# block 1

block_1/registers.png
(3 px per um)
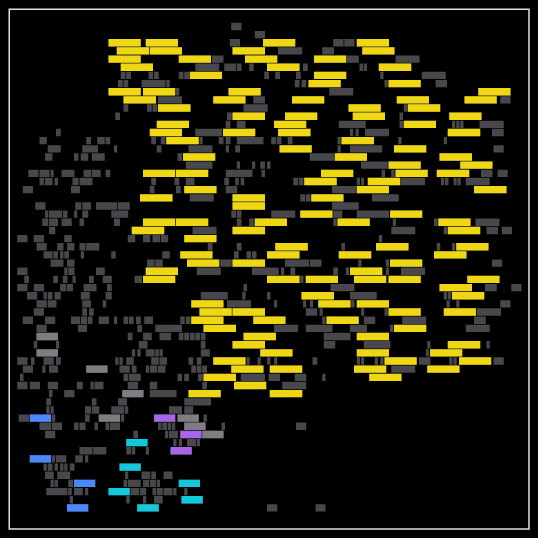
block_1/clock_map.png
(1.5 px per um)
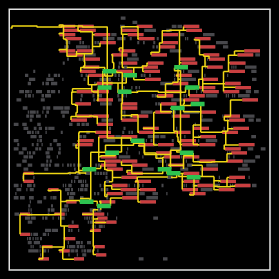
block_1/metal_stack.png
(2 px per um)
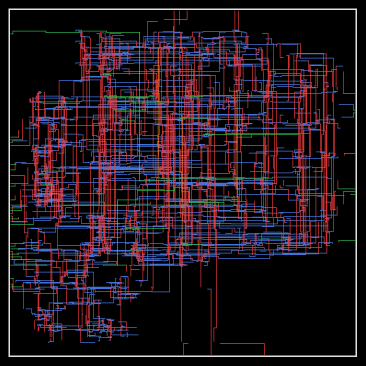
===== src/rtl/fir_out_stream.sv =====
// Purpose : round/saturate FIR MAC results to OUT_WL and stream them out of a small FIFO with TLAST framing.
// Latency : 1 cycle from in_valid to m_tvalid when the FIFO is empty (no bypass path).
// Backpr. : never stalls the FIR; a sample arriving while full with no pop is dropped and flagged on ovf.
//
// Ports:
//   clk, rst          single rising-edge clock, synchronous active-high reset
//   in_data/in_valid  FIR result and its 1-cycle strobe
//   m_tdata/m_tvalid/m_tready/m_tlast  AXI-Stream style master, head of FIFO
//   level             FIFO occupancy 0..DEPTH
//   ovf, sat          sticky drop / clip flags, cleared by flag_clr (a new event in the clear cycle wins)
module fir_out_stream #(
  parameter int IN_WL     = 20,
  parameter int OUT_WL    = 16,
  parameter int SHIFT     = 4,   // >= 1, and IN_WL-SHIFT >= OUT_WL
  parameter int DEPTH     = 8,   // power of 2, >= 2
  parameter int FRAME_LEN = 64,  // >= 1
  localparam int LVL_W    = $clog2(DEPTH) + 1
) (
  input  logic              clk,
  input  logic              rst,
  input  logic [IN_WL-1:0]  in_data,
  input  logic              in_valid,
  output logic [OUT_WL-1:0] m_tdata,
  output logic              m_tvalid,
  input  logic              m_tready,
  output logic              m_tlast,
  output logic [LVL_W-1:0]  level,
  output logic              ovf,
  output logic              sat,
  input  logic              flag_clr
);

  localparam int PTR_W = $clog2(DEPTH);
  localparam int FCN_W = (FRAME_LEN > 1) ? $clog2(FRAME_LEN) : 1;

  // One extra bit of headroom so the rounding constant can never wrap the sum.
  localparam logic [IN_WL:0] RND = (IN_WL + 1)'(1) << (SHIFT - 1);
  localparam logic signed [IN_WL:0] Q_MAX = {{(IN_WL - OUT_WL + 2){1'b0}}, {(OUT_WL - 1){1'b1}}};
  localparam logic signed [IN_WL:0] Q_MIN = ~Q_MAX;  // -Q_MAX-1 in two's complement

  // ---------------- quantiser ----------------
  logic signed [IN_WL:0] rnd_sum;
  logic signed [IN_WL:0] q_full;
  logic                  clip_hi;
  logic                  clip_lo;
  logic [OUT_WL-1:0]     q_word;

  always_comb begin
    rnd_sum = {in_data[IN_WL-1], in_data} + RND;
    q_full  = rnd_sum >>> SHIFT;  // floor after +half => round half toward +inf
    clip_hi = (q_full > Q_MAX);
    clip_lo = (q_full < Q_MIN);
    if (clip_hi) begin
      q_word = Q_MAX[OUT_WL-1:0];
    end else if (clip_lo) begin
      q_word = Q_MIN[OUT_WL-1:0];
    end else begin
      q_word = q_full[OUT_WL-1:0];
    end
  end

  // ---------------- FIFO ----------------
  logic [OUT_WL-1:0] mem [DEPTH];
  logic [PTR_W-1:0]  wr_ptr;
  logic [PTR_W-1:0]  rd_ptr;
  logic [FCN_W-1:0]  fcnt;
  logic              full;
  logic              push;
  logic              pop;

  assign full     = (level == LVL_W'(DEPTH));
  assign m_tvalid = (level != '0);
  assign pop      = m_tvalid & m_tready;
  // A pop in the same cycle frees the slot the incoming word needs, so full+pop still accepts.
  assign push     = in_valid & (~full | pop);
  assign m_tdata  = mem[rd_ptr];
  assign m_tlast  = m_tvalid & (fcnt == FCN_W'(FRAME_LEN - 1));

  always_ff @(posedge clk) begin
    if (rst) begin
      // Storage is cleared too so m_tdata reads 0 straight out of reset.
      for (int i = 0; i < DEPTH; i++) begin
        mem[i] <= '0;
      end
      wr_ptr <= '0;
      rd_ptr <= '0;
      level  <= '0;
      fcnt   <= '0;
      ovf    <= 1'b0;
      sat    <= 1'b0;
    end else begin
      if (push) begin
        mem[wr_ptr] <= q_word;
        wr_ptr      <= wr_ptr + 1'b1;  // DEPTH is a power of 2, wrap is natural
      end
      if (pop) begin
        rd_ptr <= rd_ptr + 1'b1;
        fcnt   <= (fcnt == FCN_W'(FRAME_LEN - 1)) ? '0 : fcnt + 1'b1;
      end
      case ({push, pop})
        2'b10:   level <= level + 1'b1;
        2'b01:   level <= level - 1'b1;
        default: level <= level;
      endcase
      // Set beats clear so an event in the clear cycle is not lost.
      ovf <= (in_valid & full & ~pop) | (ovf & ~flag_clr);
      sat <= (push & (clip_hi | clip_lo)) | (sat & ~flag_clr);
    end
  end

endmodule

===== config.mk =====
export PLATFORM = sky130hd
export DESIGN_NAME = fir_out_stream
export DESIGN_NICKNAME = d
export VERILOG_FILES = /design/src/rtl/fir_out_stream.sv
export SDC_FILE = /design/constraint.sdc
export NUM_CORES = 1
export LEC_CHECK = 0
export ABC_CLOCK_PERIOD_IN_PS = 4700
export CORE_MARGIN = 2
export CORE_UTILIZATION = 25
export CTS_CLUSTER_DIAMETER = 80
export DETAILED_ROUTE_END_ITERATION = 8
export GPL_TIMING_DRIVEN = 0
export HOLD_SLACK_MARGIN = 0.08
export PLACE_DENSITY = 0.37
export SYNTH_ARGS = -nofsm -noshare
export SYNTH_HDL_FRONTEND = slang
export SYNTH_SLANG_ARGS = --single-unit

===== constraint.sdc =====
create_clock -name clk -period 4.7 [get_ports clk]
set_input_delay 0.47 -clock clk [delete_from_list [all_inputs] [get_ports clk]]
set_output_delay 0.47 -clock clk [all_outputs]
set_load 0.005 [all_outputs]

==> results.cfg <==
; generated from flow reports
[final_timing]
finalMaxSlewViolations = 0
holdWs_ps = 461
setup_slack_ps = 989

[status]
status = completed

[clock_tree]
cts.sinks = 149
clock_path_buffers = 2
hold_buffers = 0

[cells_and_area]
num-nonclk-buffers = 79
final_area_sq_um = 8640
clock_area_share_pct = 7.09
combGateArea_sq_um = 2670

[worst_hold_path]
holdPathStages = 2

[detailed_routing]
wl_mm = 21.5
routed.top_layer = met4
met2WireLength_mm = 10.1

[setup_path]
reg2reg_to = mem[6][11]
critPathMaxStageDelay_ps = 860

[synthesis]
ys_chip_area_sq_um = 7120

[placement]
dp_hpwl_mm = 14.3
Notes on block_1/registers.png above:
Yellow shows mem, placed flops 128. Purple shows rd_ptr, placed flops 3. Cyan shows fcnt, placed flops 6, where south-west. Blue shows level, placed flops 4, where south-west.
Another 8 sequential cells are not colored.

Notes on block_1/clock_map.png above:
Yellow shows clock wires, length 2,130 um. Green shows cells driving clock nets, count 17. Red shows flip-flops, count 149.
There are 18 routed clock nets.
clock power share: 37.0%
Final Skew: 12.6 ps
clk pwr: 1420 uW
clk latency of the worst-skew pair: 430 ps

Notes on block_1/metal_stack.png above:
Orange shows met4, wire length 306 um. Green shows met3, wire length 959 um. Blue shows met1, wire length 10,100 um. Red shows met2, wire length 10,100 um.

cells in the final DEF, fill, tap and decap left out, types with 3 or more instances in the layout:
cell type / synthesis / layout
a211oi_1: 11 / 9
a211oi_2: 2 / 4
a21oi_1: 69 / 69
and3_1: 3 / 3
buf_1: 4 / 4
buf_2: 11 / 11
clkbuf_1: 19 / 19
clkbuf_16: 0 / 17
clkdlybuf4s50_1: 0 / 42
clkinv_4: 0 / 3
dfxtp_1: 21 / 21
edfxtp_1: 128 / 128
ha_1: 7 / 7
inv_1: 9 / 9
inv_8: 0 / 5
mux2_2: 17 / 17
mux2i_1: 3 / 3
mux4_2: 32 / 32
nand2_1: 27 / 27
nand2b_1: 3 / 3
nand3_1: 13 / 13
nand4_1: 5 / 5
nor2_1: 79 / 79
nor3_1: 12 / 12
nor4_1: 6 / 6
o2111ai_1: 5 / 5
o211ai_1: 4 / 4
o21ai_0: 3 / 3
o31a_1: 4 / 4
or4_1: 3 / 3
xnor2_1: 5 / 5
xor2_1: 11 / 11
critical path, delay by kind of cell (launching register included):
family | cells | cell delay, ps
AND/OR/NAND/NOR | 3 | 1820
flip-flops | 1 | 380
AND-OR/OR-AND | 1 | 300
buffers and inverters | 1 | 680

# block 2

block_2/met4.png
(1.5 px per um)
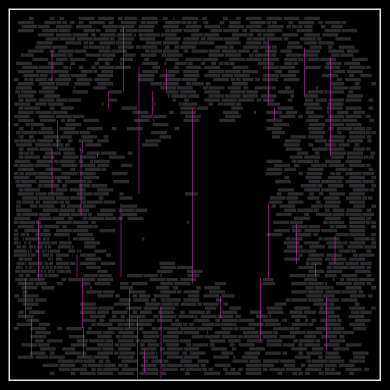
## src/rtl/mmu_req_rx_buffer.sv

```systemverilog
// Slave-side receive buffer for MMU access requests: in-order FIFO with
// registered back-pressure, re-presented downstream over valid/ready.
module mmu_req_rx_buffer #(
  parameter int XLEN   = 64,
  parameter int USER_W = 8,
  parameter int DEPTH  = 4
) (
  input  logic                       clk_i,
  input  logic                       arst_i,
  input  logic [7:0]                 slv_id_i,
  input  logic [XLEN-1:0]            slv_addr_i,
  input  logic [XLEN-1:0]            slv_data_i,
  input  logic [4:0]                 slv_opcode_i,
  input  logic [9:0]                 slv_funct_i,
  input  logic [USER_W-1:0]          slv_user_i,
  input  logic                       slv_valid_i,
  output logic                       slv_full_o,
  input  logic                       flush_i,
  output logic [7:0]                 req_id_o,
  output logic [XLEN-1:0]            req_addr_o,
  output logic [XLEN-1:0]            req_data_o,
  output logic [4:0]                 req_opcode_o,
  output logic [9:0]                 req_funct_o,
  output logic [USER_W-1:0]          req_user_o,
  output logic                       req_valid_o,
  input  logic                       req_ready_i,
  output logic [$clog2(DEPTH):0]     count_o
);
  localparam int AW = $clog2(DEPTH);

  typedef struct packed {
    logic [7:0]        id;
    logic [XLEN-1:0]   addr;
    logic [XLEN-1:0]   data;
    logic [4:0]        opcode;
    logic [9:0]        funct;
    logic [USER_W-1:0] user;
  } req_t;

  req_t        mem [DEPTH];
  req_t        head;
  logic [AW:0] wptr, rptr;
  logic        push, pop;

  // Full/empty come only from registered pointers; MSB is the wrap flag.
  assign count_o     = wptr - rptr;
  assign slv_full_o  = (wptr[AW] != rptr[AW]) && (wptr[AW-1:0] == rptr[AW-1:0]);
  assign req_valid_o = (wptr != rptr);

  assign push = slv_valid_i && !slv_full_o && !flush_i;
  assign pop  = req_valid_o && req_ready_i && !flush_i;

  always_ff @(posedge clk_i or posedge arst_i) begin
    if (arst_i) begin
      wptr <= '0;
      rptr <= '0;
    end else if (flush_i) begin
      wptr <= '0;
      rptr <= '0;
    end else begin
      if (push) wptr <= wptr + 1'b1;
      if (pop)  rptr <= rptr + 1'b1;
    end
  end

  // Storage is not reset; valid gating keeps stale entries invisible.
  always_ff @(posedge clk_i) begin
    if (push)
      mem[wptr[AW-1:0]] <= '{id: slv_id_i, addr: slv_addr_i, data: slv_data_i,
                             opcode: slv_opcode_i, funct: slv_funct_i,
                             user: slv_user_i};
  end

  assign head         = mem[rptr[AW-1:0]];
  assign req_id_o     = head.id;
  assign req_addr_o   = head.addr;
  assign req_data_o   = head.data;
  assign req_opcode_o = head.opcode;
  assign req_funct_o  = head.funct;
  assign req_user_o   = head.user;
endmodule

```

## config.mk

```make
export PLATFORM = sky130hd
export DESIGN_NAME = mmu_req_rx_buffer
export DESIGN_NICKNAME = d
export VERILOG_FILES = /design/src/rtl/mmu_req_rx_buffer.sv
export SDC_FILE = /design/constraint.sdc
export NUM_CORES = 1
export LEC_CHECK = 0
export CAP_MARGIN = 20
export CORE_MARGIN = 2
export CORE_UTILIZATION = 40
export CTS_CLUSTER_DIAMETER = 50
export CTS_CLUSTER_SIZE = 30
export DETAILED_ROUTE_END_ITERATION = 6
export GPL_TIMING_DRIVEN = 0
export PLACE_DENSITY = 0.72
export SYNTH_ARGS = -nofsm -noshare
export SYNTH_HDL_FRONTEND = slang
export SYNTH_SLANG_ARGS = --single-unit
export TNS_END_PERCENT = 10
```

## constraint.sdc

```tcl
create_clock -name clk_i -period 12.9 [get_ports clk_i]
set_input_delay 3.225 -clock clk_i [delete_from_list [all_inputs] [get_ports clk_i]]
set_output_delay 3.225 -clock clk_i [all_outputs]
set_load 0.1 [all_outputs]
```

==> results.cfg <==
; generated from flow reports
[global_routing]
grt-ovfl-total = 0
busiest_layer = met2
antenna_found_initial = 4
use_met3_pct = 5.02

[cells_and_area]
combGateArea_sq_um = 4010
regArea_sq_um = 19200
finalNonFillerCells = 2131
syn_to_final_growth_pct = 30.3
layout.cells.most_common = edfxtp_1
final_area_sq_um = 30600
fill_cells = 4496
drive_gt1_share_pct = 24.8

[clock_tree]
h-tree-depth = 3
clock_path_buffers = 3
clk_root_buffer_cell = clkbuf_16
cts_made_buffers = 66
cts.sinks = 642
clk_latency_ps = 620

[synthesis]
synth_cell_types = 33
ys_chip_area_sq_um = 23500
ys_ff = 642
synth-edff-count = 636
yosys_warnings = 0
ys.flop_type = edfxtp_1

[setup_path]
reg2reg_to = mem[3][75]
ff2ff_path_depth = 12
critPathBufInv = 4
cp-endpoint = req_data_o[36]
cpMaxStageDelayCell = clkdlybuf4s50_1
start_kind = flop
reg2reg_slack_ps = 9280
r2r-start = rptr[1]
path_cells = clkbuf_8 -> clkbuf_1 -> buf_2 -> mux4_2 -> clkdlybuf4s50_1

[detailed_routing]
drt_iter0_drc = 622
drc = 0
ant_nets = 0
wl_per_cell_um = 22.7
met2WireLength_mm = 24.3

[worst_hold_path]
hold_path.class = flop to flop
holdPathStages = 2

[final_timing]
setup_violations = 0
finalMaxSlewViolations = 0
setup_slack_ps = 5750
holdWs_ps = 631
finalSetupTns_ps = 0

[placement]
dp.cells = 2009
gp_congestion = 0.726
post_dp_cell_area_sq_um = 28300

[floorplanning]
die_h_um = 246

[status]
status = completed
Notes on block_2/met4.png above:
The layer holds 2.3% of the routed length. 15 nets have wire on it. The wires run mostly vertical. The longest straight run is 116 um.
final WL: 48.3 mm
Vias: 10,841

==> state kept, by name, indices dropped and copies added (netlist names) <==
register and count:
wptr 3, rptr 3, mem 636
==> logic make-up after synthesis <==
| logic type | share of synthesized area (%) |
|---|---|
| AOI/OAI and AO/OA | 0.256 |
| xor gates and xnor gates | 0.0746 |
| adders and majority gates | 0.458 |
| buffers and inverters | 1.14 |
| DFF | 81.9 |
| muxes | 15.2 |
| and+or+nand+nor | 0.911 |
==> synthesized netlist by cell type (all sizes together), types with 4 or more instances <==
cell	n	area (sq um)
dfrtp	6	150
mux4	159	3580
inv	7	26.3
edfxtp	636	19100
nand2	4	17.5
and3	4	25.0
ha	7	87.6
clkbuf	7	36.3
buf	32	206
==> final cells by class <==
| class | count | share of cell area [%] |
|---|---|---|
| Sequential cell | 642 | 62.9 |
| Inverter | 7 | 0.0858 |
| Clock buffer | 69 | 5.43 |
| Tap cell | 765 | 3.13 |
| Antenna cell | 1 | 0.00817 |
| Multi-Input combinational cell | 209 | 13.1 |
| Buffer | 39 | 0.793 |
| Clock inverter | 52 | 2.27 |
| Timing Repair Buffer | 347 | 12.3 |

# block 3

block_3/registers.png
(6 px per um)
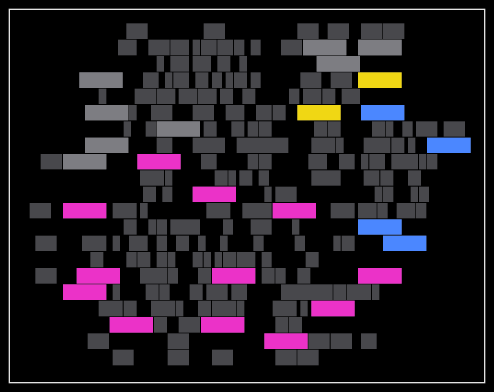
block_3/clock_map.png
(4 px per um)
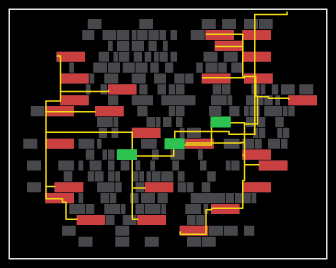
[src/rtl/savior_key_direction_ctrl.sv]
// Keypad front end for the savior: debounces direction keys against video frames,
// emits active-low move commands, freezes movement across level starts and counts accepted presses.
module savior_key_direction_ctrl #(
  parameter int unsigned DEBOUNCE_FRAMES = 2,
  parameter int unsigned MOVE_CNT_MAX    = 4095,
  parameter logic [3:0]  KEY_RIGHT       = 4'd6,
  parameter logic [3:0]  KEY_LEFT        = 4'd4,
  parameter logic [3:0]  KEY_UP          = 4'd2,
  parameter logic [3:0]  KEY_DOWN        = 4'd8
) (
  input  logic        clk,
  input  logic        reset,
  input  logic        startOfFrame,
  input  logic [3:0]  keyPad,
  input  logic        keyIsPressed,
  input  logic        startLevel2,
  input  logic        startLevel3,
  output logic        moveRight,
  output logic        moveLeft,
  output logic        moveUp,
  output logic        keyActive,
  output logic [11:0] moveCount
);

  localparam logic [3:0]  DebounceTarget = 4'(DEBOUNCE_FRAMES);
  localparam logic [11:0] CountMax       = 12'(MOVE_CNT_MAX);

  typedef enum logic [1:0] {IDLE, DEBOUNCE, ACTIVE, LOCKOUT} state_t;

  state_t      state, stateNext;
  logic [3:0]  debounceCnt, debounceCntNext;
  logic [3:0]  latchedCode, latchedCodeNext;
  logic [11:0] moveCountNext;
  logic        moveRightNext, moveLeftNext, moveUpNext, keyActiveNext;
  logic        dirValid, keyHeld;

  always_comb begin
    dirValid = keyIsPressed && ((keyPad == KEY_RIGHT) || (keyPad == KEY_LEFT) ||
                                (keyPad == KEY_UP)    || (keyPad == KEY_DOWN));
    keyHeld  = keyIsPressed && (keyPad == latchedCode);

    stateNext       = state;
    debounceCntNext = debounceCnt;
    latchedCodeNext = latchedCode;
    moveCountNext   = moveCount;

    case (state)
      IDLE: begin
        if (dirValid) begin
          latchedCodeNext = keyPad;
          debounceCntNext = 4'd0;
          stateNext       = DEBOUNCE;
        end
      end
      DEBOUNCE: begin
        if (!keyHeld) begin
          stateNext = IDLE;
        end else if (startOfFrame) begin
          debounceCntNext = debounceCnt + 4'd1;
          if (debounceCntNext == DebounceTarget) begin
            stateNext = ACTIVE;
            if (moveCount != CountMax) moveCountNext = moveCount + 12'd1;
          end
        end
      end
      ACTIVE: begin
        if (!keyHeld) stateNext = IDLE;
      end
      LOCKOUT: begin
        if (startOfFrame && !keyIsPressed) stateNext = IDLE;
      end
      default: stateNext = IDLE;
    endcase

    // A level start overrides whatever the state logic decided, but keeps the score.
    if (startLevel2 || startLevel3) begin
      stateNext       = LOCKOUT;
      debounceCntNext = 4'd0;
    end

    keyActiveNext = (stateNext == ACTIVE);
    moveRightNext = !(keyActiveNext && (latchedCodeNext == KEY_RIGHT));
    moveLeftNext  = !(keyActiveNext && ((latchedCodeNext == KEY_LEFT) || (latchedCodeNext == KEY_DOWN)));
    moveUpNext    = !(keyActiveNext && ((latchedCodeNext == KEY_UP)   || (latchedCodeNext == KEY_DOWN)));
  end

  always_ff @(posedge clk) begin
    if (reset) begin
      state       <= IDLE;
      debounceCnt <= 4'd0;
      latchedCode <= 4'd0;
      moveCount   <= 12'd0;
      moveRight   <= 1'b1;
      moveLeft    <= 1'b1;
      moveUp      <= 1'b1;
      keyActive   <= 1'b0;
    end else begin
      state       <= stateNext;
      debounceCnt <= debounceCntNext;
      latchedCode <= latchedCodeNext;
      moveCount   <= moveCountNext;
      moveRight   <= moveRightNext;
      moveLeft    <= moveLeftNext;
      moveUp      <= moveUpNext;
      keyActive   <= keyActiveNext;
    end
  end

endmodule

[config.mk]
export PLATFORM = sky130hd
export DESIGN_NAME = savior_key_direction_ctrl
export DESIGN_NICKNAME = d
export VERILOG_FILES = /design/src/rtl/savior_key_direction_ctrl.sv
export SDC_FILE = /design/constraint.sdc
export NUM_CORES = 1
export LEC_CHECK = 0
export CORE_AREA = 2 2 77 60
export CTS_CLUSTER_DIAMETER = 40
export DETAILED_ROUTE_END_ITERATION = 16
export DIE_AREA = 0 0 79 62
export GPL_ROUTABILITY_DRIVEN = 0
export SLEW_MARGIN = 20
export SYNTH_ARGS = -nofsm -noshare
export SYNTH_HDL_FRONTEND = slang
export SYNTH_SLANG_ARGS = --single-unit
[constraint.sdc]
create_clock -name clk -period 5.41 [get_ports clk]
set_input_delay 0.541 -clock clk [delete_from_list [all_inputs] [get_ports clk]]
set_output_delay 0.541 -clock clk [all_outputs]
set_load 0.03 [all_outputs]
==> results.cfg <==
; generated from flow reports
[final_timing]
relSlewSlack_pct = 66.2
period_minus_slack_ps = 2540
worstMarginPinSlew_ps = 501

[floorplanning]
die_w_um = 79
pin_count = 26
fp_util_pct = 37.7
dieArea_sq_um = 4900

[cells_and_area]
combGateArea_sq_um = 1000
final_area_sq_um = 1900

[flow_run]
warning_count = 27

[setup_path]
crit_type = primary input to flop
start_kind = primary input
critPathRequiredTime_ps = 5570

[worst_hold_path]
hold_path.class = flop to flop

[synthesis]
ys.flop_type = dfxtp_1
ys_seq_share_pct = 32.5
synth_cell_types = 47
synth.most_common_cell = dfxtp_1

[global_routing]
antenna_found_initial = 0
use_met3_pct = 4.05

[power]
pwr-share-seq_pct = 57.9
p_per_area_nw_per_um2 = 177

[detailed_routing]
wl_per_cell_um = 13.2
met2WireLength_mm = 1.37

[status]
status = completed

[clock_tree]
clk_latency_ps = 270
## Picture notes: block_3/registers.png
Magenta shows moveCount, placed flops 12. Blue shows debounceCnt, placed flops 4, where east. Yellow shows state, placed flops 2.
Another 8 sequential cells are not colored.
total sequential power: 195 uW
Storage cell area: 520 sq um
sequential cell area share: 27.4%

## Picture notes: block_3/clock_map.png
Red shows flip-flops, count 26. Green shows cells driving clock nets, count 3. Yellow shows clock wires, length 358 um.
There are 4 routed clock nets.

-- per-stage QoR --
| stage | std cells | util, % |
|---|---|---|
| after detailed placement | 258 | 43.7 |
| after global placement | 258 | 43.7 |
| after global routing | 261 | 44.7 |
| after floorplan | 187 | - |
| final | 261 | 44.7 |
| after CTS | 261 | 44.7 |
-- path summary, 6_finish.rpt --
check	startpoint	to	slack [ps]	depth (start not counted)
worst max-delay path	keyPad[1]	moveCount[0]	2870	6
worst min-delay path	debounceCnt[1]	debounceCnt[1]	510	2
worst max register to register	debounceCnt[0]	moveCount[0]	3170	6
worst min register to register	debounceCnt[1]	debounceCnt[1]	510	2
-- logic make-up after synthesis --
group                      after synthesis  share of synthesized area (%)
xor gates and xnor gates                 7                           3.83
adders and majority gates                3                           2.34
and+or+nand+nor                         99                           37.3
muxes                                   13                           8.90
DFF                                     26                           32.5
buffers and inverters                   14                           5.00
AOI/OAI and AO/OA                       25                           10.1
-- state kept, by name (all words and copies together) (netlist names) --
signal       flops
moveRight        1
keyActive        1
moveCount       12
moveUp           1
state            2
latchedCode      4
debounceCnt      4
moveLeft         1

# block 4

block_4/clock_map.png
(2 px per um)
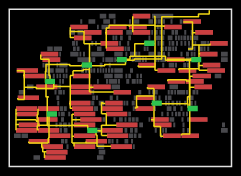
block_4/final_congestion.png
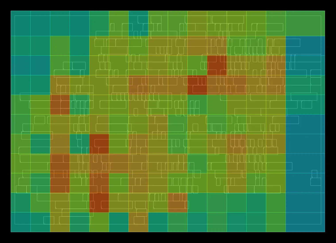
File: config.mk
export PLATFORM = sky130hd
export DESIGN_NAME = uart_tx_flat
export DESIGN_NICKNAME = d
export VERILOG_FILES = /design/src/rtl/uart_tx_if.sv /design/src/rtl/uart_tx.sv /design/src/flat_wrapper.sv
export SDC_FILE = /design/constraint.sdc
export NUM_CORES = 1
export LEC_CHECK = 0
export ABC_AREA = 1
export CAP_MARGIN = 10
export CORE_ASPECT_RATIO = 0.7
export CORE_UTILIZATION = 40
export CTS_BUF_LIST = sky130_fd_sc_hd__clkbuf_8
export DETAILED_ROUTE_END_ITERATION = 6
export PLACE_DENSITY_LB_ADDON = 0.2
export SYNTH_ARGS = -nofsm -noshare
export SYNTH_HDL_FRONTEND = slang
export SYNTH_SLANG_ARGS = --single-unit
File: constraint.sdc
create_clock -name clk -period 3.3 [get_ports clk]
set_clock_uncertainty 0.15 [all_clocks]
set_input_delay 0.33 -clock clk [delete_from_list [all_inputs] [get_ports clk]]
set_output_delay 0.33 -clock clk [all_outputs]
set_load 0.01 [all_outputs]
File: src/rtl/uart_tx_if.sv
// uart_tx_if: byte-write handshake between a producer and the UART transmitter.
//   data_in    : byte to transmit (producer -> transmitter)
//   send       : write strobe, byte taken on an edge where send=1 and ready=1
//   ready      : transmitter FIFO not full (transmitter -> producer)
//   fifo_count : bytes queued, excluding the byte currently being shifted out
// master = producer side, slave = transmitter side.
interface uart_tx_if #(
  parameter int FIFO_DEPTH = 4
);
  localparam int FC_W = $clog2(FIFO_DEPTH) + 1;

  logic [7:0]      data_in;
  logic            send;
  logic            ready;
  logic [FC_W-1:0] fifo_count;

  modport master (output data_in, output send, input ready, input fifo_count);
  modport slave  (input data_in, input send, output ready, output fifo_count);
endinterface

File: src/rtl/uart_tx.sv
// uart_tx: 8N1 UART transmitter with a small transmit FIFO.
//   clk     : system clock, rising edge
//   rst_n   : asynchronous active-low reset
//   bus     : uart_tx_if.slave (data_in, send, ready, fifo_count)
//   tx      : serial line, registered, idle high
//   tx_busy : high while a frame is on the line
//   done    : one-cycle pulse during the last clock of each stop bit
// FIFO_DEPTH must be a power of two (>= 2) so the pointers wrap by overflow.
// tx/tx_busy are registered from the FSM state, so the line lags the state by
// one clock; that lag is what places the start bit two clocks after a push
// into an idle, empty transmitter.
module uart_tx #(
  parameter int CLK_FREQ   = 1_000_000,
  parameter int BAUD_RATE  = 9600,
  parameter int FIFO_DEPTH = 4
) (
  input  logic     clk,
  input  logic     rst_n,
  uart_tx_if.slave bus,
  output logic     tx,
  output logic     tx_busy,
  output logic     done
);
  localparam int BIT_PERIOD = CLK_FREQ / BAUD_RATE;
  localparam int PTR_W      = $clog2(FIFO_DEPTH);
  localparam int FC_W       = PTR_W + 1;
  localparam int CNT_W      = ($clog2(BIT_PERIOD) > 16) ? $clog2(BIT_PERIOD) : 16;

  localparam logic [CNT_W-1:0] CNT_LAST = CNT_W'(BIT_PERIOD - 1);
  localparam logic [CNT_W-1:0] CNT_ZERO = CNT_W'(0);
  localparam logic [CNT_W-1:0] CNT_ONE  = CNT_W'(1);
  localparam logic [PTR_W-1:0] PTR_ZERO = PTR_W'(0);
  localparam logic [PTR_W-1:0] PTR_ONE  = PTR_W'(1);
  localparam logic [FC_W-1:0]  FC_ZERO  = FC_W'(0);
  localparam logic [FC_W-1:0]  FC_ONE   = FC_W'(1);
  localparam logic [FC_W-1:0]  FC_FULL  = FC_W'(FIFO_DEPTH);

  typedef enum logic [1:0] {
    IDLE  = 2'd0,
    START = 2'd1,
    DATA  = 2'd2,
    STOP  = 2'd3
  } state_t;

  state_t           state_r;
  logic [CNT_W-1:0] cnt_r;
  logic [2:0]       bit_idx_r;
  logic [7:0]       shift_r;
  logic             tx_r;
  logic             busy_r;
  logic             done_r;

  logic [7:0]       mem_r [FIFO_DEPTH];
  logic [PTR_W-1:0] wr_ptr_r;
  logic [PTR_W-1:0] rd_ptr_r;
  logic [FC_W-1:0]  count_r;

  logic             ready_s;
  logic             push_s;
  logic             pop_s;
  logic             bit_end_s;
  logic [7:0]       head_s;

  // Handshake, FIFO head and the pop decision (idle start or chained frame).
  always_comb begin
    ready_s   = (count_r < FC_FULL);
    push_s    = bus.send & ready_s;
    head_s    = mem_r[rd_ptr_r];
    bit_end_s = (cnt_r == CNT_LAST);
    pop_s     = 1'b0;
    case (state_r)
      IDLE:    pop_s = (count_r != FC_ZERO);
      STOP:    pop_s = bit_end_s && (count_r != FC_ZERO);
      default: pop_s = 1'b0;
    endcase
  end

  assign bus.ready      = ready_s;
  assign bus.fifo_count = count_r;
  assign tx             = tx_r;
  assign tx_busy        = busy_r;
  assign done           = done_r;

  // Byte storage; written only on an accepting edge so later data_in changes never reach it.
  always_ff @(posedge clk) begin
    if (push_s) begin
      mem_r[wr_ptr_r] <= bus.data_in;
    end
  end

  // FIFO pointers and occupancy; a simultaneous push and pop leaves the count unchanged.
  always_ff @(posedge clk or negedge rst_n) begin
    if (!rst_n) begin
      wr_ptr_r <= PTR_ZERO;
      rd_ptr_r <= PTR_ZERO;
      count_r  <= FC_ZERO;
    end else begin
      if (push_s) begin
        wr_ptr_r <= wr_ptr_r + PTR_ONE;
      end
      if (pop_s) begin
        rd_ptr_r <= rd_ptr_r + PTR_ONE;
      end
      case ({push_s, pop_s})
        2'b10:   count_r <= count_r + FC_ONE;
        2'b01:   count_r <= count_r - FC_ONE;
        default: count_r <= count_r;
      endcase
    end
  end

  // Frame FSM with registered line outputs; each state drives the line one clock later.
  always_ff @(posedge clk or negedge rst_n) begin
    if (!rst_n) begin
      state_r   <= IDLE;
      cnt_r     <= CNT_ZERO;
      bit_idx_r <= 3'd0;
      shift_r   <= 8'h00;
      tx_r      <= 1'b1;
      busy_r    <= 1'b0;
      done_r    <= 1'b0;
    end else begin
      done_r <= 1'b0;
      case (state_r)
        IDLE: begin
          tx_r      <= 1'b1;
          busy_r    <= 1'b0;
          cnt_r     <= CNT_ZERO;
          bit_idx_r <= 3'd0;
          if (pop_s) begin
            shift_r <= head_s;
            state_r <= START;
          end
        end
        START: begin
          tx_r   <= 1'b0;
          busy_r <= 1'b1;
          if (bit_end_s) begin
            cnt_r     <= CNT_ZERO;
            bit_idx_r <= 3'd0;
            state_r   <= DATA;
          end else begin
            cnt_r <= cnt_r + CNT_ONE;
          end
        end
        DATA: begin
          tx_r   <= shift_r[bit_idx_r];
          busy_r <= 1'b1;
          if (bit_end_s) begin
            cnt_r <= CNT_ZERO;
            if (bit_idx_r == 3'd7) begin
              state_r <= STOP;
            end else begin
              bit_idx_r <= bit_idx_r + 3'd1;
            end
          end else begin
            cnt_r <= cnt_r + CNT_ONE;
          end
        end
        STOP: begin
          tx_r   <= 1'b1;
          busy_r <= 1'b1;
          if (bit_end_s) begin
            // Last stop clock: flag it, and chain straight into the next frame if one is queued.
            cnt_r  <= CNT_ZERO;
            done_r <= 1'b1;
            if (pop_s) begin
              shift_r <= head_s;
              state_r <= START;
            end else begin
              state_r <= IDLE;
            end
          end else begin
            cnt_r <= cnt_r + CNT_ONE;
          end
        end
        default: begin
          state_r <= IDLE;
          cnt_r   <= CNT_ZERO;
          tx_r    <= 1'b1;
          busy_r  <= 1'b0;
        end
      endcase
    end
  end
endmodule
File: src/flat_wrapper.sv
// flat-port wrapper written by rule: the top's interface ports become plain ports
module uart_tx_flat 
#(
  parameter int CLK_FREQ   = 1_000_000,
  parameter int BAUD_RATE  = 9600,
  parameter int FIFO_DEPTH = 4
)
  (clk, rst_n, tx, tx_busy, done, bus_data_in, bus_send, bus_ready, bus_fifo_count);
  uart_tx_if #(.FIFO_DEPTH(FIFO_DEPTH)) bus_i ();
  input  logic clk;
  input  logic rst_n;
  output logic tx;
  output logic tx_busy;
  output logic done;
  input wire logic [$bits(bus_i.data_in)-1:0] bus_data_in;
  input wire logic [$bits(bus_i.send)-1:0] bus_send;
  output wire logic [$bits(bus_i.ready)-1:0] bus_ready;
  output wire logic [$bits(bus_i.fifo_count)-1:0] bus_fifo_count;
  assign bus_i.data_in = bus_data_in;
  assign bus_i.send = bus_send;
  assign bus_ready = bus_i.ready;
  assign bus_fifo_count = bus_i.fifo_count;
  uart_tx #(.CLK_FREQ(CLK_FREQ), .BAUD_RATE(BAUD_RATE), .FIFO_DEPTH(FIFO_DEPTH)) u_core (.clk(clk), .rst_n(rst_n), .bus(bus_i), .tx(tx), .tx_busy(tx_busy), .done(done));
endmodule
==> results.cfg <==
; generated from flow reports
[cells_and_area]
regArea_sq_um = 1940
seq_share_pct = 51.5
seq_cells = 71
area_dominant_class = registers
combGateArea_sq_um = 1180
largestRegisters = u_core.mem_r: 32 flops, u_core.cnt_r: 16 flops, u_core.shift_r: 8 flops
final_area_sq_um = 3760
num-multi-input-gates = 219
layout.nets = 382
mostFrequentLayoutCells = nand2_1 (57), nor2_1 (53), dfrtp_1 (38)

[clock_tree]
hold_buffers = 1
path_clk_slew_ps = 80
clock_path_buffers = 2

[synthesis]
syn_area_per_cell_sq_um = 9.90
fp_nets = 358
ys_ff = 71
syn_area_sq_um = 3290
yosys_warnings = 0
ys_chip_area_sq_um = 3290
ys_seq_share_pct = 58.9

[flow_run]
warning_count = 34

[power]
leakagePower_uw = 0.00158
combPwrFrac_pct = 13.1

[global_routing]
use_met3_pct = 5.80
grt_pass1_wl_mm = 10.2

[placement]
portBuffers = 17

[setup_path]
critPathRequiredTime_ps = 3380
critPathMaxStageDelay_ps = 440

[floorplanning]
fp_util_pct = 41.6
pin_count = 18

[final_timing]
max_freq_mhz = 380
finalMaxSlewViolations = 0

[detailed_routing]
drc = 0
wl_per_cell_um = 13.3

[status]
status = completed
Notes on block_4/clock_map.png above:
Green shows cells driving clock nets, count 9. Yellow shows clock wires, length 866 um. Red shows flip-flops, count 71.
There are 10 routed clock nets. Position of the flops: widely spread.
clock power share: 34.4%
clk latency of the worst-skew pair: 350 ps
clk pwr: 691 uW

Notes on block_4/final_congestion.png above:
met1 Track Usage GR: 24.5%
Total GRT Usage: 16.0%

## critical path, delay by kind of cell, from the launching register on
kind | cells | cell delay, ps
XOR/XNOR | 1 | 150
adder cells (fa/ha/maj) | 3 | 880
flip-flops | 1 | 440
buffers and inverters | 2 | 180
AND-OR/OR-AND | 4 | 710
## final timing paths
check | start | end | slack, ps | cells after the start
min | u_core.cnt_r[0] | u_core.cnt_r[0] | 320 | 1
max in group asynchronous | rst_n | u_core.shift_r[1] | 1970 | 2
max reg2reg | u_core.state_r[0] | u_core.bus.fifo_count[2] | 670 | 10
max | u_core.state_r[0] | u_core.bus.fifo_count[2] | 670 | 10
min in group asynchronous | rst_n | u_core.done | 490 | 2
min reg2reg | u_core.cnt_r[0] | u_core.cnt_r[0] | 320 | 1
## cell families after synthesis
logic type               after synthesis  share of synthesized area (%)
AND/OR/NAND/NOR                      145                           18.7
flip-flops                            71                           58.9
AND-OR/OR-AND                         48                           8.41
XOR/XNOR                              11                           2.93
adder cells (fa/ha/maj)               15                           5.94
buffers and inverters                 42                           5.06

# block 5

### config.mk
export PLATFORM = sky130hd
export DESIGN_NAME = psi_pow_gen
export DESIGN_NICKNAME = d
export VERILOG_FILES = /design/src/rtl/psi_pow_gen.sv
export SDC_FILE = /design/constraint.sdc
export NUM_CORES = 1
export LEC_CHECK = 0
export ABC_CLOCK_PERIOD_IN_PS = 7690
export CAP_MARGIN = 15
export CORE_MARGIN = 3
export CORE_UTILIZATION = 45
export CTS_CLUSTER_SIZE = 30
export DETAILED_ROUTE_END_ITERATION = 16
export GPL_ROUTABILITY_DRIVEN = 0
export GPL_TIMING_DRIVEN = 0
export REMOVE_ABC_BUFFERS = 1
export SLEW_MARGIN = 20
export SYNTH_ARGS = -nofsm -noshare
export SYNTH_HDL_FRONTEND = slang
export SYNTH_SLANG_ARGS = --single-unit
### constraint.sdc
create_clock -name clk -period 7.69 [get_ports clk]
set_clock_uncertainty 0.1 [all_clocks]
set_input_delay 1.1535 -clock clk [delete_from_list [all_inputs] [get_ports clk]]
set_output_delay 1.1535 -clock clk [all_outputs]
set_load 0.01 [all_outputs]
### src/rtl/psi_pow_gen.sv
// psi_pow_gen -- streaming generator of successive powers base^k mod 65537
// for the forward NTT datapath. One power is offered per cycle on a
// valid/ready interface, k = 0 .. count-1, starting from base^0 = 1.
//
// Ports:
//   clk    clock
//   rst    synchronous reset, active-high
//   start  one-cycle request to begin a sequence (honoured only in IDLE)
//   base   generator element, sampled on accepted start (reduced mod Q)
//   count  number of powers to emit (0..N), sampled on accepted start
//   value  current power base^k mod Q
//   index  exponent tag of the current value
//   valid  value/index valid
//   ready  consumer accepts value when valid & ready
//   last   high with valid on the final element (k = count-1)
//   busy   high while the sequence is running
//   done   one-cycle pulse at end of sequence
//
// Build option: define PSI_POW_GEN_BITREV_EN to emit index as the IW-bit
// bit-reversal of k (matching bit-reversed twiddle/butterfly addressing);
// otherwise index = k. The value sequence is identical in both builds.
module psi_pow_gen #(
  parameter int N  = 32,
  parameter int W  = 17,
  parameter int CW = $clog2(N + 1),
  parameter int IW = $clog2(N)
) (
  input  logic          clk,
  input  logic          rst,
  input  logic          start,
  input  logic [W-1:0]  base,
  input  logic [CW-1:0] count,
  output logic [W-1:0]  value,
  output logic [IW-1:0] index,
  output logic          valid,
  input  logic          ready,
  output logic          last,
  output logic          busy,
  output logic          done
);

  localparam logic [W-1:0] Q = 17'd65537;

  typedef enum logic [1:0] {IDLE, RUN, DONE} state_t;

  state_t        state_q, state_d;
  logic [W-1:0]  value_q, value_d;
  logic [W-1:0]  base_q, base_d;
  logic [CW-1:0] count_q, count_d;
  logic [CW-1:0] k_q, k_d;
  logic          valid_q, valid_d;
  logic          last_q, last_d;
  logic          busy_q, busy_d;
  logic          done_q, done_d;

  // Modular multiply-reduce. Since 2^16 = -1 (mod 65537), a product
  // hi*2^16 + lo reduces to lo - hi; one conditional +Q fixes the sign.
  // Both operands are <= 65536 so the product is at most 2^32.
  logic [2*W-1:0] prod;
  logic [15:0]    prod_lo;
  logic [17:0]    prod_hi;
  logic [18:0]    diff;
  logic [18:0]    diff_wrap;
  logic [W-1:0]   mulmod;

  assign prod      = {{W{1'b0}}, value_q} * {{W{1'b0}}, base_q};
  assign prod_lo   = prod[15:0];
  assign prod_hi   = prod[2*W-1:16];
  assign diff      = {3'b000, prod_lo} - {1'b0, prod_hi};
  assign diff_wrap = diff + 19'd65537;
  assign mulmod    = diff[18] ? W'(diff_wrap) : W'(diff);

  // Bases at or above Q (only Q..2^17-1 are representable) need one
  // subtraction to land in [0, Q-1].
  logic [W-1:0] base_norm;
  assign base_norm = (base >= Q) ? (base - Q) : base;

  logic [CW-1:0] count_m1;
  logic [CW-1:0] k_inc;
  logic          at_last;
  assign count_m1 = count_q - CW'(1);
  assign k_inc    = k_q + CW'(1);
  assign at_last  = (k_q == count_m1);

  always_comb begin
    state_d = state_q;
    value_d = value_q;
    base_d  = base_q;
    count_d = count_q;
    k_d     = k_q;
    valid_d = valid_q;
    last_d  = last_q;
    busy_d  = busy_q;
    done_d  = 1'b0;
    case (state_q)
      IDLE: begin
        if (start) begin
          if (count != '0) begin
            base_d  = base_norm;
            count_d = count;
            value_d = W'(1);
            k_d     = '0;
            valid_d = 1'b1;
            busy_d  = 1'b1;
            last_d  = (count == CW'(1));
            state_d = RUN;
          end else begin
            state_d = DONE;
          end
        end
      end
      RUN: begin
        // valid is always high here, so ready alone marks a handshake.
        if (ready) begin
          if (at_last) begin
            valid_d = 1'b0;
            busy_d  = 1'b0;
            last_d  = 1'b0;
            state_d = DONE;
          end else begin
            value_d = mulmod;
            k_d     = k_inc;
            last_d  = (k_inc == count_m1);
          end
        end
      end
      DONE: begin
        done_d  = 1'b1;
        state_d = IDLE;
      end
      default: state_d = IDLE;
    endcase
  end

  always_ff @(posedge clk) begin
    if (rst) begin
      state_q <= IDLE;
      value_q <= '0;
      base_q  <= '0;
      count_q <= '0;
      k_q     <= '0;
      valid_q <= 1'b0;
      last_q  <= 1'b0;
      busy_q  <= 1'b0;
      done_q  <= 1'b0;
    end else begin
      state_q <= state_d;
      value_q <= value_d;
      base_q  <= base_d;
      count_q <= count_d;
      k_q     <= k_d;
      valid_q <= valid_d;
      last_q  <= last_d;
      busy_q  <= busy_d;
      done_q  <= done_d;
    end
  end

`ifdef PSI_POW_GEN_BITREV_EN
  logic [IW-1:0] index_rev;
  for (genvar gi = 0; gi < IW; gi++) begin : g_bitrev
    assign index_rev[gi] = k_q[IW-1-gi];
  end
  assign index = index_rev;
`else
  assign index = k_q[IW-1:0];
`endif

  assign value = value_q;
  assign valid = valid_q;
  assign last  = last_q;
  assign busy  = busy_q;
  assign done  = done_q;

endmodule

==> results.cfg <==
; generated from flow reports
[synthesis]
postSynthCellCount = 1565
xor_share_pct = 5.33
syn_area_per_cell_sq_um = 8.39
mux_share_pct = 0.152
async_reset_ff_share_pct = 0
ys_chip_area_sq_um = 13100
ys_seq_share_pct = 7.77
top_logic_kind = adder cells
yosys_warnings = 0
adder_share_pct = 46.9
yosysTopAreaCell = fa_1
ys_top_cells_by_area = fa_1 (34%), ha_1 (13%), inv_1 (8.2%)
aoi_share_pct = 9.88
synth.most_common_cell = inv_1

[clock_tree]
clk_root_buffer_cell = clkbuf_16
hold_buffers = 0
post_cts_buffers = 80
h-tree-depth = 2
cts_made_buffers = 5
cts.sinks = 51
cts_tree = done
ctsResizeCount = 137

[floorplanning]
pin_count = 53
fp_util_pct = 46.5
fp-row-count = 61
die_w_um = 177
die_h_um = 177

[detailed_routing]
first_pass_iters = 5
drt_iter0_drc = 684
ant_nets = 0
drc = 0
wl_mm = 35.5
vias = 10905

[global_routing]
use_met2_pct = 39.9
grt_max_degree = 39
antenna_found_initial = 1
grt_pass1_wl_mm = 58.3
use_met1_pct = 33.2
busiest_layer = met2

[setup_path]
critPathRequiredTime_ps = 7810
crit_top_cell = fa_1
reg2reg_slack_ps = -740
end_kind = flop
critPathBufInv = 8
cpMaxStageDelayCell = fa_1
cp_top_family = adder cells
critPathMaxStageDelay_ps = 560

[final_timing]
relSlewSlack_pct = 34.2
setup_violations = 17
period_minus_slack_ps = 8430
worstMarginPinSlew_ps = 982
setup_slack_ps = -744
period_used_pct = 110

[power]
p_per_area_nw_per_um2 = 353
total_power_uw = 5430
peakVddDrop_mv = 0.327
leakagePower_uw = 0.00735

[status]
status = finished with violations
violations = negative setup slack

[worst_hold_path]
hold_path.class = flop to flop

[cells_and_area]
mostFrequentLayoutCells = inv_1 (282), nand2_1 (252), fa_1 (223)
antenna_cells = 0
finalNonFillerCells = 2023
syn_to_final_growth_pct = 17.2

[flow_run]
warning_count = 31

[placement]
dp_hpwl_mm = 25.3
portBuffers = 52
## per-layer routing
layer | routed length (um) | vias up
met1 | 15700 | 5540
met4 | 833 | 0
met3 | 1800 | 38
met2 | 17200 | 263
met5 | 0 | -
li1 | - | 5064
## power by group
group | total (uW) | internal, uW | switching [uW]
Clock | 240 | 124 | 116
Sequential | 489 | 314 | 175
Combinational | 4700 | 2210 | 2490
## stage by stage
stage	utilization (%)	cell area [sq um]	worst slack (ps)
floorplan	-	12800	-597
CTS	53.5	15100	-705
global placement	48.9	13800	-2420
finish	54.5	15400	-744
global route	54.5	15400	-964
detailed placement	49.0	13800	-2410
## tightest hold or removal path: stages, from the launching register on
cell	delay, ps
dfxtp_1	330
nand2_1	60
a21oi_1	50
## final timing paths
| kind | startpoint | end |
|---|---|---|
| setup / recovery | base_q[5] | value[14] |
| hold / removal | count_q[5] | count_q[5] |
| setup reg to reg | base_q[5] | value[14] |
| hold reg to reg | count_q[5] | count_q[5] |
## layout make-up
cell class	count	area (sq um)
inverter	286	1070
tap	378	473
fill	2660	12800
clock buffer	5	125
sequential	51	1140
clock inverter	3	27.5
timing repair buffer	146	1280
multi-input combinational	1154	11300
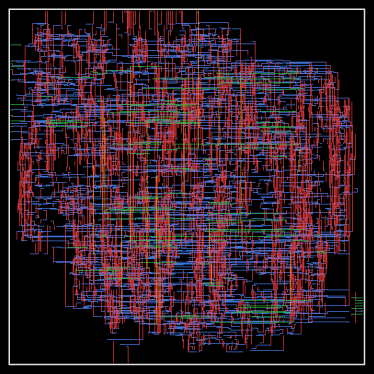
block_5/metal_stack.png
(2 px per um)
Red shows met2, wire length 17,200 um. Blue shows met1, wire length 15,700 um. Green shows met3, wire length 1,800 um. Orange shows met4, wire length 834 um.

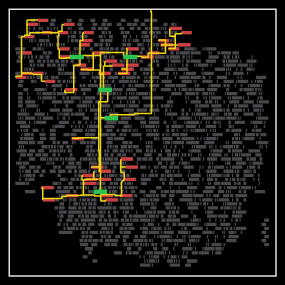
block_5/clock_map.png
(1.5 px per um)
Green shows cells driving clock nets, count 5. Red shows flip-flops, count 51. Yellow shows clock wires, length 838 um.
There are 6 routed clock nets.
clk pwr: 240 uW
clk latency of the worst-skew pair: 310 ps
clock power share: 4.4%


# block 6

block_6/zoom.png
Window x 73 to 93, y 18 to 38 um. Cells in gray, sequential cells in the stronger gray; small squares are vias.
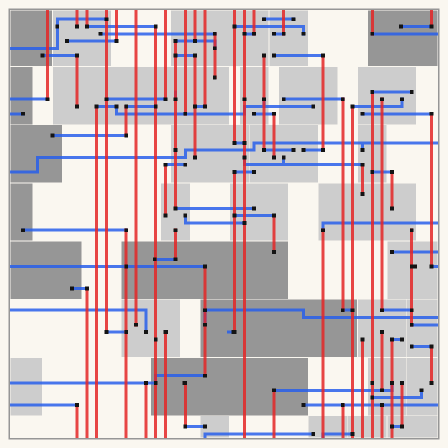
--- config.mk ---
export PLATFORM = sky130hd
export DESIGN_NAME = ld19_uart_tx
export DESIGN_NICKNAME = d
export VERILOG_FILES = /design/src/rtl/ld19_uart_tx.sv
export SDC_FILE = /design/constraint.sdc
export NUM_CORES = 1
export LEC_CHECK = 0
export CAP_MARGIN = 20
export CORE_MARGIN = 5
export CORE_UTILIZATION = 65
export CTS_CLUSTER_SIZE = 16
export DETAILED_ROUTE_END_ITERATION = 8
export PLACE_DENSITY_LB_ADDON = 0.15
export SKIP_LAST_GASP = 1
export SLEW_MARGIN = 0
export SYNTH_ARGS = -nofsm -noshare
export SYNTH_HDL_FRONTEND = slang
export SYNTH_SLANG_ARGS = --single-unit
--- constraint.sdc ---
create_clock -name clk -period 8.7 [get_ports clk]
set_input_delay 1.74 -clock clk [delete_from_list [all_inputs] [get_ports clk]]
set_output_delay 1.74 -clock clk [all_outputs]
set_load 0.005 [all_outputs]
--- src/rtl/ld19_uart_tx.sv ---
// 8N1 UART transmitter with a byte FIFO and valid/ready push port, for the LD19 lidar RX line.
// Define LD19_TX_CRC8_EN to append a CRC8 (poly 0x4D) frame after each byte pushed with s_last=1.
module ld19_uart_tx #(
    parameter int CLKS_PER_BIT = 52,
    parameter int FIFO_DEPTH   = 16
) (
    input  logic                          clk,
    input  logic                          reset,
    input  logic [7:0]                    s_data,
    input  logic                          s_valid,
    input  logic                          s_last,
    output logic                          s_ready,
    output logic                          tx,
    output logic                          busy,
    output logic [$clog2(FIFO_DEPTH):0]   fifo_count
);

    localparam int PW = $clog2(FIFO_DEPTH);
    localparam int CW = PW + 1;
    localparam int TW = $clog2(CLKS_PER_BIT);
    localparam logic [CW-1:0] FULL_COUNT = CW'(FIFO_DEPTH);
    localparam logic [TW-1:0] LAST_TICK  = TW'(CLKS_PER_BIT - 1);
`ifdef LD19_TX_CRC8_EN
    localparam int EW = 9;
`else
    localparam int EW = 8;
`endif

    typedef enum logic [1:0] {IDLE, START, DATA, STOP} state_t;

    state_t          state, state_next;
    logic [EW-1:0]   mem [FIFO_DEPTH];
    logic [EW-1:0]   head;
    logic [EW-1:0]   entry_in;
    logic [PW-1:0]   wr_ptr, rd_ptr;
    logic            push, pop, load, tick_end;
    logic [TW-1:0]   timer;
    logic [2:0]      bit_idx;
    logic [7:0]      shift;

`ifdef LD19_TX_CRC8_EN
    logic [7:0]      crc;
    logic            crc_pend;
    logic            load_crc;

    // MSB-first CRC8, poly 0x4D, one bit per unrolled iteration.
    function automatic logic [7:0] crc8_next(input logic [7:0] cur, input logic [7:0] data);
        logic [7:0] c;
        c = cur ^ data;
        for (int i = 0; i < 8; i++)
            c = c[7] ? ({c[6:0], 1'b0} ^ 8'h4D) : {c[6:0], 1'b0};
        return c;
    endfunction

    assign entry_in = {s_last, s_data};
`else
    logic unused_last;
    assign unused_last = s_last;
    assign entry_in    = s_data;
`endif

    assign head     = mem[rd_ptr];
    assign s_ready  = (fifo_count < FULL_COUNT) && !reset;
    assign push     = s_valid && s_ready;
    assign busy     = (state != IDLE) || (fifo_count != '0);
    assign tick_end = (timer == LAST_TICK);

    // NOTE: sequential state uses non-blocking assignments so every register samples pre-edge values.
    always_ff @(posedge clk) begin
        if (reset) begin
            wr_ptr     <= '0;
            rd_ptr     <= '0;
            fifo_count <= '0;
        end else begin
            if (push) wr_ptr <= wr_ptr + PW'(1);
            if (pop)  rd_ptr <= rd_ptr + PW'(1);
            case ({push, pop})
                2'b10:   fifo_count <= fifo_count + CW'(1);
                2'b01:   fifo_count <= fifo_count - CW'(1);
                default: ;
            endcase
        end
    end

    // NOTE: the storage array has no reset; only the pointers and count define which entries are valid.
    always_ff @(posedge clk) begin
        if (push) mem[wr_ptr] <= entry_in;
    end

    // NOTE: every output of this block gets a default first, so no path can infer a latch.
    always_comb begin
        state_next = state;
        pop        = 1'b0;
        load       = 1'b0;
`ifdef LD19_TX_CRC8_EN
        load_crc   = 1'b0;
`endif
        case (state)
            IDLE:
                if (fifo_count != '0) begin
                    pop        = 1'b1;
                    load       = 1'b1;
                    state_next = START;
                end
            START:
                if (tick_end) state_next = DATA;
            DATA:
                if (tick_end && bit_idx == 3'd7) state_next = STOP;
            STOP:
                if (tick_end) begin
`ifdef LD19_TX_CRC8_EN
                    if (crc_pend) begin
                        load_crc   = 1'b1;
                        state_next = START;
                    end else
`endif
                    if (fifo_count != '0) begin
                        pop        = 1'b1;
                        load       = 1'b1;
                        state_next = START;
                    end else begin
                        state_next = IDLE;
                    end
                end
            default: state_next = IDLE;
        endcase
    end

    // tx follows the state one cycle later, so the line is always driven from a flop.
    always_ff @(posedge clk) begin
        if (reset) begin
            state   <= IDLE;
            timer   <= '0;
            bit_idx <= '0;
            shift   <= '0;
            tx      <= 1'b1;
`ifdef LD19_TX_CRC8_EN
            crc      <= 8'h00;
            crc_pend <= 1'b0;
`endif
        end else begin
            state <= state_next;
            timer <= (state == IDLE || tick_end) ? '0 : timer + TW'(1);
            if (state == DATA && tick_end) bit_idx <= bit_idx + 3'd1;
            if (load) shift <= head[7:0];
            case (state)
                START:   tx <= 1'b0;
                DATA:    tx <= shift[bit_idx];
                default: tx <= 1'b1;
            endcase
`ifdef LD19_TX_CRC8_EN
            if (load) begin
                crc      <= crc8_next(crc, head[7:0]);
                crc_pend <= head[8];
            end
            if (load_crc) begin
                shift    <= crc;
                crc      <= 8'h00;
                crc_pend <= 1'b0;
            end
`endif
        end
    end

endmodule

==> results.cfg <==
; generated from flow reports
[cells_and_area]
seq_cells = 161
syn_to_final_growth_pct = 11.5
area_dominant_class = registers
antenna_cells = 0
seq_share_pct = 60.8
comb_area_share_pct = 26.4
regArea_sq_um = 4510
num-nonclk-buffers = 25
clock_area_share_pct = 6.81
largest_reg_flops = 128

[synthesis]
xor_share_pct = 1.45
ys_chip_area_sq_um = 6640
ys.flop_type = edfxtp_1
yosys_warnings = 0
ys_top_cells_by_area = edfxtp_1 (58%), dfxtp_1 (9.9%), mux4_2 (9.2%)
synth-simple-area-share_pct = 6.50
adder_share_pct = 3.50
mux_share_pct = 14.5
ys_ff = 161
synth-edff-count = 128
synth_stat.cells = 398
synth_cell_types = 43
yosysTopAreaCell = edfxtp_1

[floorplanning]
die_h_um = 111
fp_util_pct = 65.5
tap_cells = 136
pin_count = 20

[power]
clk-power_uw = 631
intPower_uw = 1440
seq-power_uw = 912
leakagePower_uw = 0.00247
maxPowerGroup = sequential cells
pwr-share-seq_pct = 46.3
net-switching-power_uw = 526
clockPowerShare_pct = 32.1
p_per_area_nw_per_um2 = 266

[final_timing]
setup_violations = 0
period_minus_slack_ps = 4840
period_used_pct = 55.6
finalMaxSlewViolations = 0
max_freq_mhz = 207
clock_skew_ps = 20.2
worstMarginPinSlew_ps = 852
rsz0062_at_grt = false

[setup_path]
r2r-start = timer[0]
start_kind = primary input
cp_max_fo = 31
reg2reg_slack_ps = 5110
critPathRequiredTime_ps = 6960
reg2reg_to = fifo_count[4]
cp-endpoint = s_ready

[worst_hold_path]
hold_path.class = flop to flop

[clock_tree]
clk_latency_ps = 540
clk_root_buffer_cell = clkbuf_8
cts.sinks = 161
path_clk_slew_ps = 60
hold_buffers = 0

[status]
status = completed

[global_routing]
grt_pass1_wl_mm = 18.9
grt_max_degree = 36

[detailed_routing]
wl_mm = 11.8

[flow_run]
timing.max_cap.violations = 0
warning_count = 34
About block_6/zoom.png:
Red shows met2. Blue shows met1.
21 logic cells have their middle in the window. Sequential cells in the window: 3. Netlist names of flops here include rd_ptr (2), fifo_count (1).

## worst min-delay path by stage
stage	from	end	slack, ps
after floorplan	timer[0]	timer[0]	420
after global placement	timer[0]	timer[0]	430
after detailed placement	timer[0]	timer[0]	440
after CTS	timer[0]	timer[0]	450
after global routing	timer[0]	timer[0]	490
final	timer[0]	timer[0]	450
## critical path: stages
cell,delay [ps]
clkdlybuf4s50_1,400
buf_4,240
nor2_1,180
clkdlybuf4s50_1,530
## metrics by stage
step                      hold WS (ps)  utilization, %  std cells  cell area, sq um  setup WS (ps)
after detailed placement           442            68.1        537              6900           3740
after floorplan                    418               -        398              6640           4700
final                              449            73.0        568              7410           3860
after global routing               492            73.0        568              7410           3770
after CTS                          454            73.0        568              7410           3860
after global placement             430            68.1        537              6900           3830
## per-layer routing
layer  vias to the layer above  part of all wire (%)  wire length [um]  GRT usage (%)
met4                         0                   1.2               136           8.92
met2                        77                    53              6250           35.0
li1                       1575                     -                 -              -
met1                      1658                    41              4820           25.9
met3                        11                   4.8               563           4.75
met5                         -                     0                 0              0
## cells by family after synthesis
kind of cell,Yosys count
DFF,161
and+or+nand+nor,92
muxes,51
buffers and inverters,33
AOI/OAI and AO/OA,32
adders and majority gates,18
xor gates and xnor gates,11


==> notes/layouts.md <==
Pictures saved along the way, in no particular order.

Congestion heat map.
picture 1
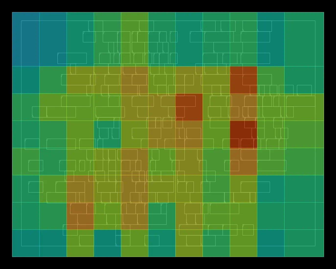
picture 2
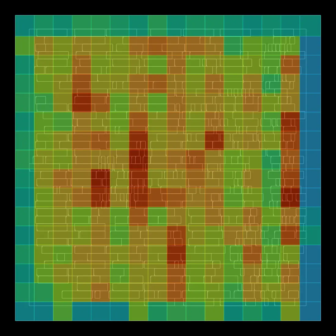
picture 3
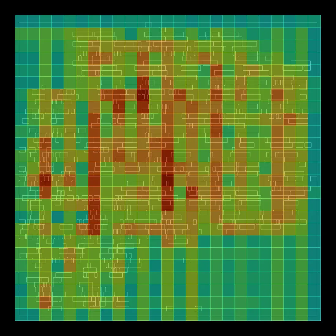
picture 4
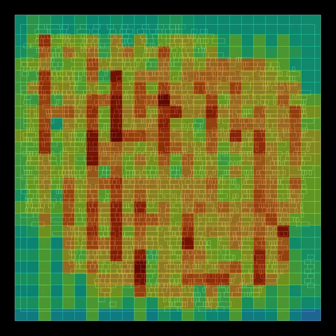
picture 5
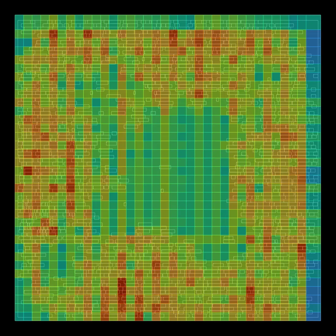
picture 3 -> block 1
picture 1 -> block 3
picture 2 -> block 6
picture 4 -> block 5
picture 5 -> block 2

Power is estimated from default activity; no workload was simulated.
